==================== sram_arbiter
**sram_arbiter: sequential cells coloured by netlist name**

The bar under the picture is 50 um long. Other sequential cells in the stronger grey, the rest of the logic in the fainter grey.
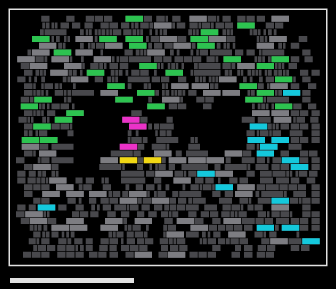
**sram_arbiter: routing congestion map**

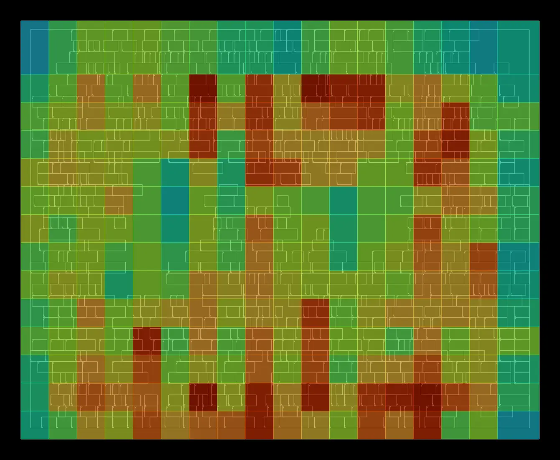
**src/rtl/sram_arbiter.sv**
```systemverilog
// sram_arbiter: two-requester round-robin arbiter and sequencer for the single-port sram
//   clock, reset               : rising-edge clock, synchronous active-high reset
//   req/we/addr/wdata (0, 1)   : requester commands, held stable until ack
//   ack (0, 1)                 : one-cycle pulse, command issued to the sram
//   rvalid/rdata (0, 1)        : one-cycle read-data pulse, read data held until the next pulse
//   mem_enable, mem_readWrite  : sram enable and direction (1=write)
//   mem_address, mem_dataIn    : sram address and write data
//   mem_dataOut                : sram read data
module sram_arbiter #(
    parameter int ADDR_W = 15,
    parameter int DATA_W = 32,
    parameter int RD_LAT = 2
) (
    input  logic              clock,
    input  logic              reset,
    input  logic              req0,
    input  logic              req1,
    input  logic              we0,
    input  logic              we1,
    input  logic [ADDR_W-1:0] addr0,
    input  logic [ADDR_W-1:0] addr1,
    input  logic [DATA_W-1:0] wdata0,
    input  logic [DATA_W-1:0] wdata1,
    output logic              ack0,
    output logic              ack1,
    output logic              rvalid0,
    output logic              rvalid1,
    output logic [DATA_W-1:0] rdata0,
    output logic [DATA_W-1:0] rdata1,
    output logic              mem_enable,
    output logic              mem_readWrite,
    output logic [ADDR_W-1:0] mem_address,
    output logic [DATA_W-1:0] mem_dataIn,
    input  logic [DATA_W-1:0] mem_dataOut
);
    typedef enum logic [1:0] {IDLE, ACCESS, RD_WAIT} state_t;
    state_t     state, state_nx;
    logic       last;
    logic       owner;
    logic [2:0] cnt;
    logic       issue, win, capture;

    always_ff @(posedge clock)
        state <= reset ? IDLE : state_nx;

    // win is only meaningful when issue is set; on a tie the requester not granted last wins
    always_comb begin
        state_nx = state;
        issue    = 1'b0;
        capture  = 1'b0;
        win      = (req0 && req1) ? ~last : req1;
        case (state)
            IDLE: begin
                issue    = req0 || req1;
                state_nx = issue ? ACCESS : IDLE;
            end
            ACCESS: begin
                capture  = !mem_readWrite && RD_LAT == 1;
                state_nx = (mem_readWrite || RD_LAT == 1) ? IDLE : RD_WAIT;
            end
            RD_WAIT: begin
                capture  = cnt == 3'(RD_LAT - 1);
                state_nx = capture ? IDLE : RD_WAIT;
            end
            default: state_nx = IDLE;
        endcase
    end

    always_ff @(posedge clock) begin
        if (reset) begin
            ack0          <= 1'b0;
            ack1          <= 1'b0;
            rvalid0       <= 1'b0;
            rvalid1       <= 1'b0;
            rdata0        <= '0;
            rdata1        <= '0;
            mem_enable    <= 1'b0;
            mem_readWrite <= 1'b0;
            mem_address   <= '0;
            mem_dataIn    <= '0;
            last          <= 1'b1;
            owner         <= 1'b0;
            cnt           <= '0;
        end else begin
            ack0    <= issue && !win;
            ack1    <= issue && win;
            rvalid0 <= capture && !owner;
            rvalid1 <= capture && owner;
            if (capture && !owner) rdata0 <= mem_dataOut;
            if (capture && owner) rdata1 <= mem_dataOut;
            if (issue) begin
                last          <= win;
                owner         <= win;
                mem_enable    <= 1'b1;
                mem_readWrite <= win ? we1 : we0;
                mem_address   <= win ? addr1 : addr0;
                mem_dataIn    <= win ? wdata1 : wdata0;
            end else if (state_nx == IDLE) begin
                // sram port is parked at zero whenever the arbiter is idle
                mem_enable    <= 1'b0;
                mem_readWrite <= 1'b0;
                mem_address   <= '0;
                mem_dataIn    <= '0;
            end
            cnt <= (state == ACCESS) ? 3'd1 : (state == RD_WAIT) ? cnt + 3'd1 : 3'd0;
        end
    end
endmodule

```
**config.mk**
```make
export PLATFORM = sky130hd
export DESIGN_NAME = sram_arbiter
export DESIGN_NICKNAME = d
export VERILOG_FILES = /design/src/rtl/sram_arbiter.sv
export SDC_FILE = /design/constraint.sdc
export NUM_CORES = 1
export LEC_CHECK = 0
export ABC_CLOCK_PERIOD_IN_PS = 3900
export CORE_ASPECT_RATIO = 0.8
export CORE_MARGIN = 2
export CORE_UTILIZATION = 40
export DETAILED_ROUTE_END_ITERATION = 6
export PLACE_DENSITY = 0.8
export SYNTH_ARGS = -nofsm -noshare
export SYNTH_HDL_FRONTEND = slang
export SYNTH_SLANG_ARGS = --single-unit
export TNS_END_PERCENT = 1
```
**constraint.sdc**
```tcl
create_clock -name clock -period 3.9 [get_ports clock]
set_input_delay 0.78 -clock clock [delete_from_list [all_inputs] [get_ports clock]]
set_output_delay 0.78 -clock clock [all_outputs]
set_load 0.01 [all_outputs]
```
==> run summary <==
Notes on the flow run.

- The run finished with clean final reports.
- Static timing analysis puts the maximum clock frequency at 0.4232 GHz.
- For this design, the CTS-stage hold fixing added 0 buffers.
- The fraction of post-synthesis cell area in the top cell type by area is 50.86%, for reference.
- The simple logic cell fraction of the synthesized area is 23.07%, for reference.
- The post-placement cell area is 0.007368 mm^2, for reference.
- The post-synthesis cell type with the largest combined area is sky130_fd_sc_hd__dfxtp_1, for reference.
- The global-route track usage on met2 is 40.93%, for reference.
- The clock share of power is 40.3%, for reference.
- Per report_power, the Clock row totals 1520 uW.
- The leakage power of the design is 0.002812 uW, for reference.
- The number of cell instances after yosys synthesis is 545, for reference.
- The placement report lists the number of port buffers as 248.
- For reference, the critical path cell chain is inv_1, ha_1, nand2b_1, or3_1, nand2_1, a21oi_1.
- The post-cts gate resize count is 0, for reference.
- The post-route DRC violation count is 0, for reference.
- For reference, XOR and XNOR gates occupy 0.1794% of the area reported after synthesis.
- The critical path class is register to register, for reference.
- The layout report lists the combined flip-flop and latch area as 0.002482 mm^2.
- Summed over all combinational cells, the power is 830 uW.
- The register share of total power is 37.8%, for reference.
- Setup repair after global routing left no endpoint under its margin.
- The routed length on met2 is 7939 um, for reference.
- The post-route cell area is 0.007940 mm^2, for reference.
- On the final layout, the worst clock skew is 0.01442 ns.
- The synthesized-area fraction occupied by ao, oa, aoi and oai cells is 19.15%, for reference.
- The skew report gives the latency at the later pin of the worst-skew pair as 0.42 ns.
- The highest layer used for signal routing is met4, for reference.
- The number of inserted filler cells in the final layout is 929, for reference.
- The number of sequential cells in the layout is 124, for reference.
- The aggregate routed wire length is 16000 um, for reference.
- After clock tree synthesis, the clock-pin slew on the worst setup and hold paths is 0.05 ns.
- The final RePlAce weighted congestion is 0.8379, for reference.
- The first global-routing pass estimated 24250 um of wire.
- The hold path endpoint is rdata0[24], for reference.
- The share of the final layout cell area in sequential cells is 31.26%, for reference.
- The slew at the pin closest to its max-slew limit is 1.250 ns, for reference.
- The clock-cell share of area is 7.201%, for reference.
- The vertical die size is 102.8 um, for reference.
- Per the GRT congestion report, total overflow comes to 0.
- The power drawn by the sequential cells is 1430 uW, for reference.
## Picture notes: 'sequential cells coloured by netlist name' of sram_arbiter
- mem_address: cyan (placed flops 15)
- rdata0: green (placed flops 32)
- cnt: magenta (placed flops 3)
- state: yellow (placed flops 2)

## Picture notes: 'routing congestion map' of sram_arbiter
met3 usage: 7.213%
Routed wire per std cell: 17.05 um
met1 Use GR: 27.57%
peak-usage layer in the global routing report: met2

[registers in the layout, summed over array words and instances, names as in the netlist]
signal / count
mem_dataIn: 32
rdata0: 32
rdata1: 32
mem_address: 15
cnt: 3
state: 2
ack0: 1
ack1: 1
last: 1
mem_enable: 1
mem_readWrite: 1
owner: 1
rvalid0: 1
rvalid1: 1
[per-stage QoR]
step | setup slack (ns) | cells
2_1_floorplan | 2.152 | 545
3_3_place_gp | 1.468 | 906
3_5_place_dp | 1.388 | 906
4_1_cts | 1.514 | 938
5_1_grt | 1.341 | 938
6_report | 1.537 | 938

==================== seg_scan_ctrl
File: src/rtl/seg_scan_ctrl.sv
// seg_scan_ctrl: multiplexed seven-segment scan controller.
// Holds one hex nibble per digit, drives each digit for SCAN_DIV clocks with
// the anode enabled one cycle late to match the external registered decoder,
// then blanks all anodes for BLANK_CYCLES clocks before moving to the next digit.
// Optional build macro: LEADING_ZERO_BLANK_EN suppresses leading zero digits.
module seg_scan_ctrl #(
  parameter int NUM_DIGITS   = 4,
  parameter int SCAN_DIV     = 50000,
  parameter int BLANK_CYCLES = 8
) (
  input  logic                  clk,
  input  logic                  rst_n,
  input  logic                  en,
  input  logic                  wr_valid,
  output logic                  wr_ready,
  input  logic [2:0]            wr_addr,
  input  logic [3:0]            wr_data,
  output logic [3:0]            hex_out,
  output logic [NUM_DIGITS-1:0] anode_n,
  output logic                  frame_done
);

  localparam int IDX_W   = $clog2(NUM_DIGITS);
  localparam int CNT_MAX = (SCAN_DIV > BLANK_CYCLES) ? SCAN_DIV : BLANK_CYCLES;
  localparam int CNT_W   = $clog2(CNT_MAX);

  localparam logic [CNT_W-1:0] DRIVE_LAST = CNT_W'(SCAN_DIV - 1);
  localparam logic [CNT_W-1:0] BLANK_LAST = CNT_W'(BLANK_CYCLES - 1);
  localparam logic [IDX_W-1:0] IDX_LAST   = IDX_W'(NUM_DIGITS - 1);

  typedef enum logic [1:0] {IDLE, DRIVE, BLANK} state_t;

  state_t           state_q, state_d;
  logic [IDX_W-1:0] idx_q, idx_d;
  logic [CNT_W-1:0] cnt_q, cnt_d;
  logic [3:0]       hex_q, hex_d;
  logic [3:0]       digit_q [NUM_DIGITS];
  logic             wr_hit;
  logic             suppress;

  // The digit currently on the display is locked against writes while driven.
  assign wr_ready = !((state_q == DRIVE) && (wr_addr == 3'(idx_q)));
  // Out-of-range addresses handshake normally but never touch storage.
  assign wr_hit   = wr_valid && wr_ready && ({1'b0, wr_addr} < 4'(NUM_DIGITS));

  // Digit storage, written through the valid/ready port.
  always_ff @(posedge clk or negedge rst_n) begin
    if (!rst_n) begin
      for (int i = 0; i < NUM_DIGITS; i++) digit_q[i] <= 4'h0;
    end else if (wr_hit) begin
      digit_q[wr_addr[IDX_W-1:0]] <= wr_data;
    end
  end

  // Scan state, digit index, shared prescaler/blank counter and nibble register.
  always_ff @(posedge clk or negedge rst_n) begin
    if (!rst_n) begin
      state_q <= IDLE;
      idx_q   <= '0;
      cnt_q   <= '0;
      hex_q   <= 4'h0;
    end else begin
      state_q <= state_d;
      idx_q   <= idx_d;
      cnt_q   <= cnt_d;
      hex_q   <= hex_d;
    end
  end

  // Next-state logic; dropping en abandons the current period immediately.
  always_comb begin
    state_d = state_q;
    idx_d   = idx_q;
    cnt_d   = cnt_q;
    hex_d   = hex_q;
    if (!en) begin
      state_d = IDLE;
      idx_d   = '0;
      cnt_d   = '0;
      hex_d   = 4'h0;
    end else begin
      case (state_q)
        IDLE: begin
          state_d = DRIVE;
          idx_d   = '0;
          cnt_d   = '0;
          hex_d   = digit_q[0];
        end
        DRIVE: begin
          // Refresh every cycle so a write landing on the entry edge shows one cycle later.
          hex_d = digit_q[idx_q];
          if (cnt_q == DRIVE_LAST) begin
            state_d = BLANK;
            cnt_d   = '0;
          end else begin
            cnt_d = cnt_q + 1'b1;
          end
        end
        BLANK: begin
          if (cnt_q == BLANK_LAST) begin
            state_d = DRIVE;
            cnt_d   = '0;
            idx_d   = (idx_q == IDX_LAST) ? '0 : idx_q + 1'b1;
            hex_d   = digit_q[idx_d];
          end else begin
            cnt_d = cnt_q + 1'b1;
          end
        end
        default: begin
          state_d = IDLE;
          idx_d   = '0;
          cnt_d   = '0;
          hex_d   = 4'h0;
        end
      endcase
    end
  end

`ifdef LEADING_ZERO_BLANK_EN
  logic [NUM_DIGITS-1:0] upper_zero;

  // upper_zero[i] is set when digits NUM_DIGITS-1 down to i are all zero.
  always_comb begin
    logic acc;
    upper_zero = '0;
    acc        = 1'b1;
    for (int i = NUM_DIGITS - 1; i >= 0; i--) begin
      acc           = acc && (digit_q[i] == 4'h0);
      upper_zero[i] = acc;
    end
  end

  assign suppress = (idx_q != '0) && upper_zero[idx_q];
`else
  assign suppress = 1'b0;
`endif

  // Anode enable lags DRIVE entry by one cycle to align with decoder latency.
  always_comb begin
    anode_n = '1;
    if ((state_q == DRIVE) && (cnt_q != '0) && !suppress) anode_n[idx_q] = 1'b0;
  end

  assign hex_out    = hex_q;
  assign frame_done = en && (state_q == BLANK) && (cnt_q == BLANK_LAST) && (idx_q == IDX_LAST);

endmodule

File: config.mk
export PLATFORM = sky130hd
export DESIGN_NAME = seg_scan_ctrl
export DESIGN_NICKNAME = d
export VERILOG_FILES = /design/src/rtl/seg_scan_ctrl.sv
export SDC_FILE = /design/constraint.sdc
export NUM_CORES = 1
export LEC_CHECK = 0
export CAP_MARGIN = 20
export CELL_PAD_IN_SITES_DETAIL_PLACEMENT = 0
export CELL_PAD_IN_SITES_GLOBAL_PLACEMENT = 2
export CORE_MARGIN = 2
export CORE_UTILIZATION = 38
export CTS_CLUSTER_DIAMETER = 30
export CTS_CLUSTER_SIZE = 28
export DETAILED_ROUTE_END_ITERATION = 16
export PLACE_DENSITY = 0.77
export SKIP_LAST_GASP = 1
export SLEW_MARGIN = 25
export SYNTH_ARGS = -nofsm -noshare
export SYNTH_HDL_FRONTEND = slang
export SYNTH_SLANG_ARGS = --single-unit
File: constraint.sdc
create_clock -name clk -period 2.68 [get_ports clk]
set_clock_uncertainty 0.05 [all_clocks]
set_input_delay 0.402 -clock clk [delete_from_list [all_inputs] [get_ports clk]]
set_output_delay 0.402 -clock clk [all_outputs]
set_load 0.01 [all_outputs]
**seg_scan_ctrl: clock network drawn from the DEF**

The bar under the picture is 20 um long.
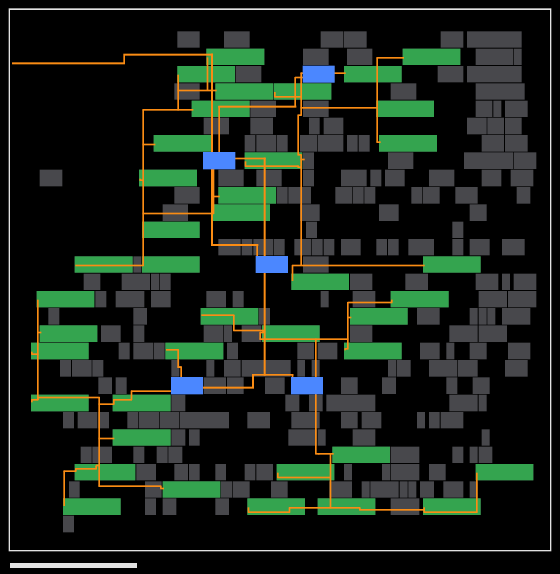
- clock wires: orange (length 578 um)
- flip-flops: green (count 40)
- clock-net drivers: blue (count 5)
- routed clock nets: 6

**seg_scan_ctrl: routing congestion map**

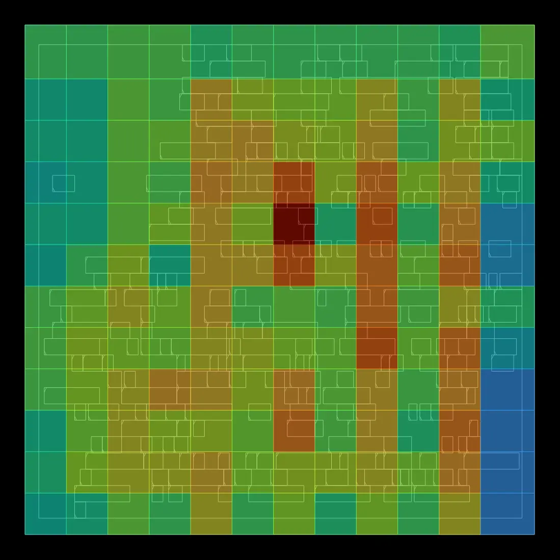
peak-usage layer in the global routing report: met2
Routed wire per std cell: 16.71 um

==> run summary <==
Notes on the flow run.

- The run finished with clean final reports.
- The global routing report lists met3 layer usage as 3.307%.
- The total inserted antenna cells is 0, for reference.
- In the detailed route, the total length drawn on met3 is 213 um.
- STA classifies the critical path endpoint as an output port.
- 169 cells are multi-input combinational gates.
- The synthesis area per yosys is 0.002486 mm^2, for reference.
- The post-route cell area is 0.002889 mm^2, for reference.
- The post-synth register bit count is 40.
- After routing, the total negative slack on setup checks comes to 0 ns.
- Gates resized during post-CTS repair numbered 0.
- The standard cell core area is 0.006350 mm^2, for reference.
- Per report_power, the Sequential row totals 779 uW.
- The number of input and output port buffers inserted is 20, for reference.
- The worst-case hold slack is 0.1864 ns, for reference.
==> path summary, 6_finish.rpt <==
path                              end  cells after the start  startpoint
setup / recovery           anode_n[2]                      6    cnt_q[5]
hold / removal              cnt_q[14]                      1       rst_n
setup reg to reg           hex_out[2]                      6    idx_q[1]
hold reg to reg              cnt_q[0]                      1    cnt_q[0]
max in group asynchronous    cnt_q[6]                      1       rst_n
min in group clk             cnt_q[0]                      1    cnt_q[0]
==> registers in the layout (all words and copies together), names as in the netlist <==
name,flops
cnt_q,16
idx_q,2
hex_out,4
digit_q,16
state_q,2

==================== sync_fifo_flat
<file path="src/rtl/sync_fifo_if.sv">
// sync_fifo_if: producer/consumer handshake and status bundle for sync_fifo
interface sync_fifo_if #(parameter int DATA_WIDTH = 32);
  logic [DATA_WIDTH-1:0] wr_data;
  logic                  wr_en;
  logic                  rd_en;
  logic [DATA_WIDTH-1:0] rd_data;
  logic                  full;
  logic                  empty;
  modport master (output wr_data, wr_en, rd_en, input rd_data, full, empty);
  modport slave  (input wr_data, wr_en, rd_en, output rd_data, full, empty);
endinterface

</file>
<file path="src/rtl/sync_fifo.sv">
// sync_fifo: single-clock FIFO with wrap-bit pointers and a registered read port
module sync_fifo #(
  parameter int DATA_WIDTH = 32,
  parameter int FIFO_DEPTH = 16
) (
  input logic        clk,
  input logic        rst_n,
  sync_fifo_if.slave bus
);
  localparam int AW = $clog2(FIFO_DEPTH);
  logic [DATA_WIDTH-1:0] mem_q [FIFO_DEPTH];
  logic [AW:0]           wr_ptr_q, wr_ptr_d, rd_ptr_q, rd_ptr_d;
  logic [DATA_WIDTH-1:0] rd_data_q, rd_data_d;
  logic                  wr_acc, rd_acc;
  // MSB is the wrap bit: equal low bits with differing wraps means full
  assign bus.empty = wr_ptr_q == rd_ptr_q;
  assign bus.full  = (wr_ptr_q[AW-1:0] == rd_ptr_q[AW-1:0]) && (wr_ptr_q[AW] != rd_ptr_q[AW]);
  assign bus.rd_data = rd_data_q;
  assign wr_acc = bus.wr_en && !bus.full;
  assign rd_acc = bus.rd_en && !bus.empty;
  always_comb begin
    wr_ptr_d  = wr_acc ? wr_ptr_q + (AW+1)'(1) : wr_ptr_q;
    rd_ptr_d  = rd_acc ? rd_ptr_q + (AW+1)'(1) : rd_ptr_q;
    rd_data_d = rd_acc ? mem_q[rd_ptr_q[AW-1:0]] : rd_data_q;
  end
  always_ff @(posedge clk or negedge rst_n) begin
    if (!rst_n) begin
      wr_ptr_q  <= '0;
      rd_ptr_q  <= '0;
      rd_data_q <= '0;
    end else begin
      wr_ptr_q  <= wr_ptr_d;
      rd_ptr_q  <= rd_ptr_d;
      rd_data_q <= rd_data_d;
    end
  end
  always_ff @(posedge clk) begin
    if (wr_acc) mem_q[wr_ptr_q[AW-1:0]] <= bus.wr_data;
  end
endmodule

</file>
<file path="src/flat_wrapper.sv">
// flat-port wrapper written by rule: the top's interface ports become plain ports
module sync_fifo_flat 
#(
  parameter int DATA_WIDTH = 32,
  parameter int FIFO_DEPTH = 16
)
  (clk, rst_n, bus_wr_data, bus_wr_en, bus_rd_en, bus_rd_data, bus_full, bus_empty);
  sync_fifo_if #(.DATA_WIDTH(DATA_WIDTH)) bus_i ();
  input logic clk;
  input logic rst_n;
  input wire logic [$bits(bus_i.wr_data)-1:0] bus_wr_data;
  input wire logic [$bits(bus_i.wr_en)-1:0] bus_wr_en;
  input wire logic [$bits(bus_i.rd_en)-1:0] bus_rd_en;
  output wire logic [$bits(bus_i.rd_data)-1:0] bus_rd_data;
  output wire logic [$bits(bus_i.full)-1:0] bus_full;
  output wire logic [$bits(bus_i.empty)-1:0] bus_empty;
  assign bus_i.wr_data = bus_wr_data;
  assign bus_i.wr_en = bus_wr_en;
  assign bus_i.rd_en = bus_rd_en;
  assign bus_rd_data = bus_i.rd_data;
  assign bus_full = bus_i.full;
  assign bus_empty = bus_i.empty;
  sync_fifo #(.DATA_WIDTH(DATA_WIDTH), .FIFO_DEPTH(FIFO_DEPTH)) u_core (.clk(clk), .rst_n(rst_n), .bus(bus_i));
endmodule
</file>
<file path="config.mk">
export PLATFORM = sky130hd
export DESIGN_NAME = sync_fifo_flat
export DESIGN_NICKNAME = d
export VERILOG_FILES = /design/src/rtl/sync_fifo_if.sv /design/src/rtl/sync_fifo.sv /design/src/flat_wrapper.sv
export SDC_FILE = /design/constraint.sdc
export NUM_CORES = 1
export LEC_CHECK = 0
export CORE_ASPECT_RATIO = 1.5
export CORE_MARGIN = 3
export CORE_UTILIZATION = 30
export CTS_CLUSTER_SIZE = 28
export DETAILED_ROUTE_END_ITERATION = 10
export HOLD_SLACK_MARGIN = 0.15
export PLACE_DENSITY_LB_ADDON = 0.2
export SYNTH_ARGS = -nofsm -noshare
export SYNTH_HDL_FRONTEND = slang
export SYNTH_SLANG_ARGS = --single-unit
</file>
<file path="constraint.sdc">
create_clock -name clk -period 4.3 [get_ports clk]
set_clock_uncertainty 0.15 [all_clocks]
set_input_delay 0.645 -clock clk [delete_from_list [all_inputs] [get_ports clk]]
set_output_delay 0.645 -clock clk [all_outputs]
set_load 0.05 [all_outputs]
</file>
**sync_fifo_flat: sequential cells coloured by netlist name**

The bar under the picture is 50 um long. Other sequential cells in the stronger grey, the rest of the logic in the fainter grey.
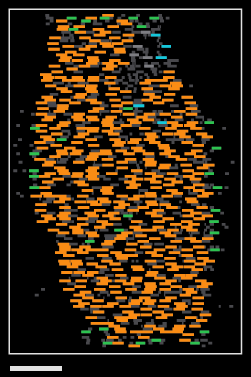
- u_core.mem_q: orange (placed flops 512)
- u_core.bus.rd_data: green (placed flops 32; where all over the die)
- u_core.rd_ptr_q: cyan (placed flops 5)

layer usage:
layer,global-route usage (%),share of wire [%],vias up
met5,0,0,-
met4,3.841,2.3,0
met3,1.965,3.2,62
met2,25.78,56,160
met1,15.83,39,5098
li1,-,-,4077
where the power goes:
group | internal (uW) | total, uW | switching [uW]
Clock | 2400 | 4350 | 1950
Combinational | 2190 | 5150 | 2960
Sequential | 6620 | 6940 | 313
registers in the layout, summed over array words and instances (netlist names):
register	cells
u_core.bus.rd_data	32
u_core.mem_q	512
u_core.rd_ptr_q	5
u_core.wr_ptr_q	5
==> run summary <==
Notes on the flow run.

- The leakage power of the design is 0.007754 uW, for reference.
- The global-route wire length before repair is 72910 um, for reference.
- The count of nets left with antenna violations after detail routing is 0, for reference.
- The number of antenna violations at the first check in global routing is 0, for reference.
- The total inserted antenna cells is 1, for reference.
- In this run, post-CTS repair resized a total of 0 instances.
- The maximum level of the CTS H-tree is 2, for reference.
- The worst-case hold slack is 0.3535 ns, for reference.
- The class of the most critical hold timing path is register to register, for reference.
- The peak supply drop is 0.5608 mV, for reference.
- The count of buffers added on input and output ports is 69.
- The combinational gate area is 0.004357 mm^2, for reference.
- Counting every sink on the clock net gives 554.
- The period utilization is 81.26%, for reference.
- The plain and repair buffers instantiated in the layout total 97.
- For this block, the routed nets add up to 49560 um of wire.
- Entering global routing, the biggest net connects 132 pins.
- Yosys reported a register bit count of 554.
- The number of cells on the worst reg-to-reg path is 4, for reference.
- The power density over cell area is 671.8 mW/mm^2, for reference.
- The detailed placer's ending HPWL is 27400 um, for reference.
- The via count of the first global-routing pass is 10402, for reference.
- Ranked by total cell area, the synthesized netlist is headed by sky130_fd_sc_hd__edfxtp_1 (73%), sky130_fd_sc_hd__mux4_2 (14%), sky130_fd_sc_hd__dfrtp_1 (5.0%).
- The net count of the mapped netlist is 963, for reference.
- In this run the worst setup path begins at u_core.rd_ptr_q[0].
- The die outline area is 0.07333 mm^2, for reference.
- The flow ran to the end, and the final reports show no timing, DRC or antenna violations.
- The sequential cell area is 0.01643 mm^2, for reference.


==> notes/layouts.md <==
Pictures saved along the way, in no particular order.

Logic cells by family.
panel A
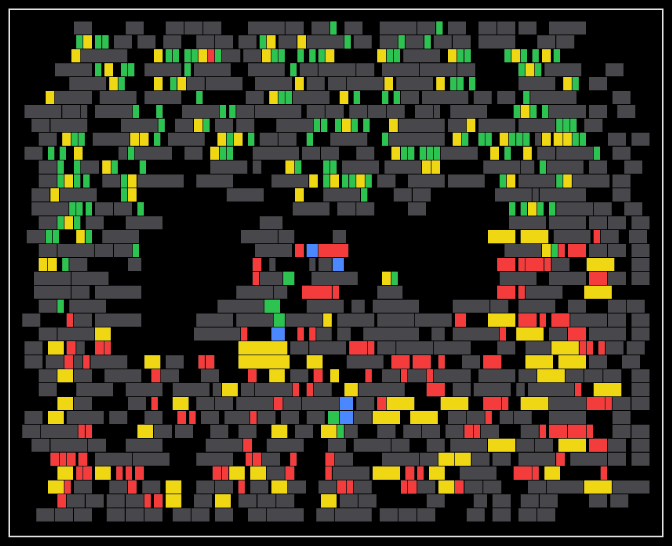
panel B
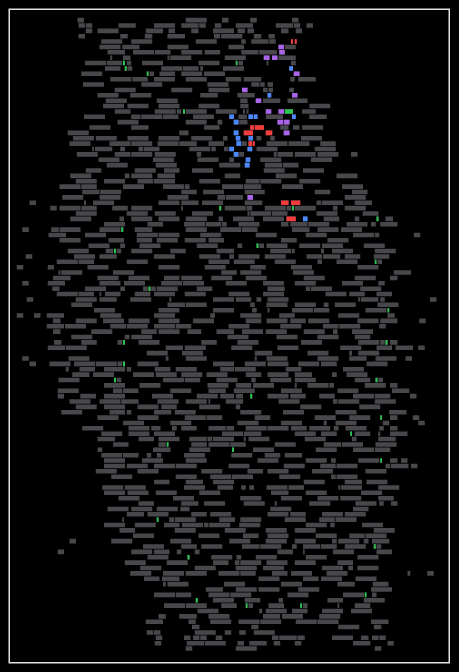
panel C
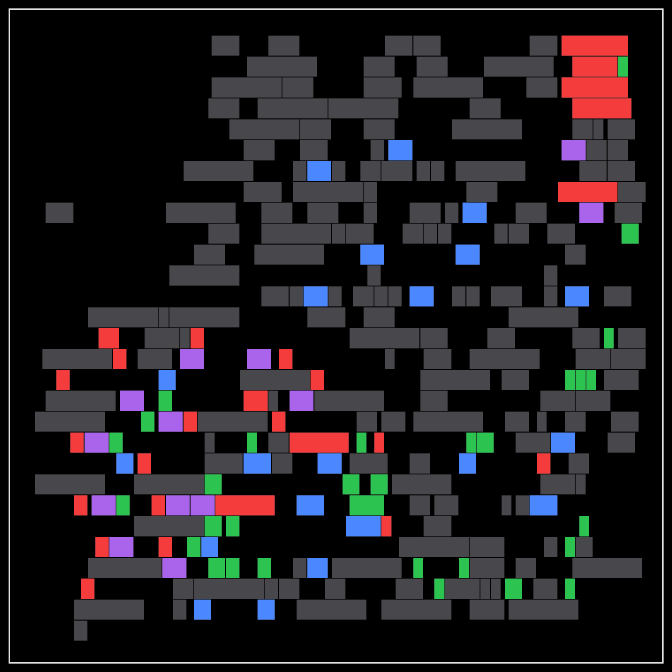
sram_arbiter -> panel A
seg_scan_ctrl -> panel C
sync_fifo_flat -> panel B

Key to panel A:
- nor cells: red (cells 108; most used nor2_1)
- nand cells: green (cells 134; most used nand2_1)
- aoi and oai cells: yellow (cells 118; most used a21oi_1; where all over the die)
- and/or cells: blue (cells 5)


## Gallery

Cells coloured by class.
(a)
The bar under the picture is 20 um long.
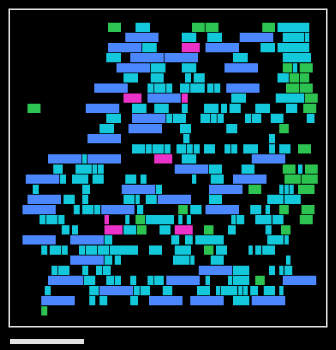
(b)
The bar under the picture is 50 um long.
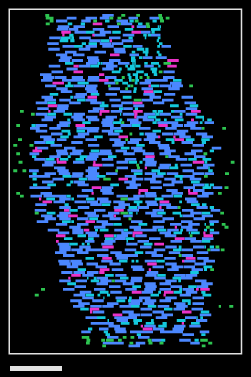
(c)
The bar under the picture is 50 um long.
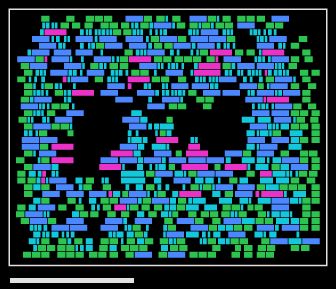
(b) -> sync_fifo_flat
(a) -> seg_scan_ctrl
(c) -> sram_arbiter
The one with the fewest cells is (a).
The one with the smallest die is (a).

Key to (b):
- clock drivers and dummy loads: magenta (cells 94; share of their area 6.7%)
- sequential cells: blue (cells 554; share of their area 70%)
- remaining buffers and delay cells: green (cells 97; share of their area 4.1%)
- remaining logic cells: cyan (cells 317; share of their area 19%)

Power is estimated from default activity; no workload was simulated.
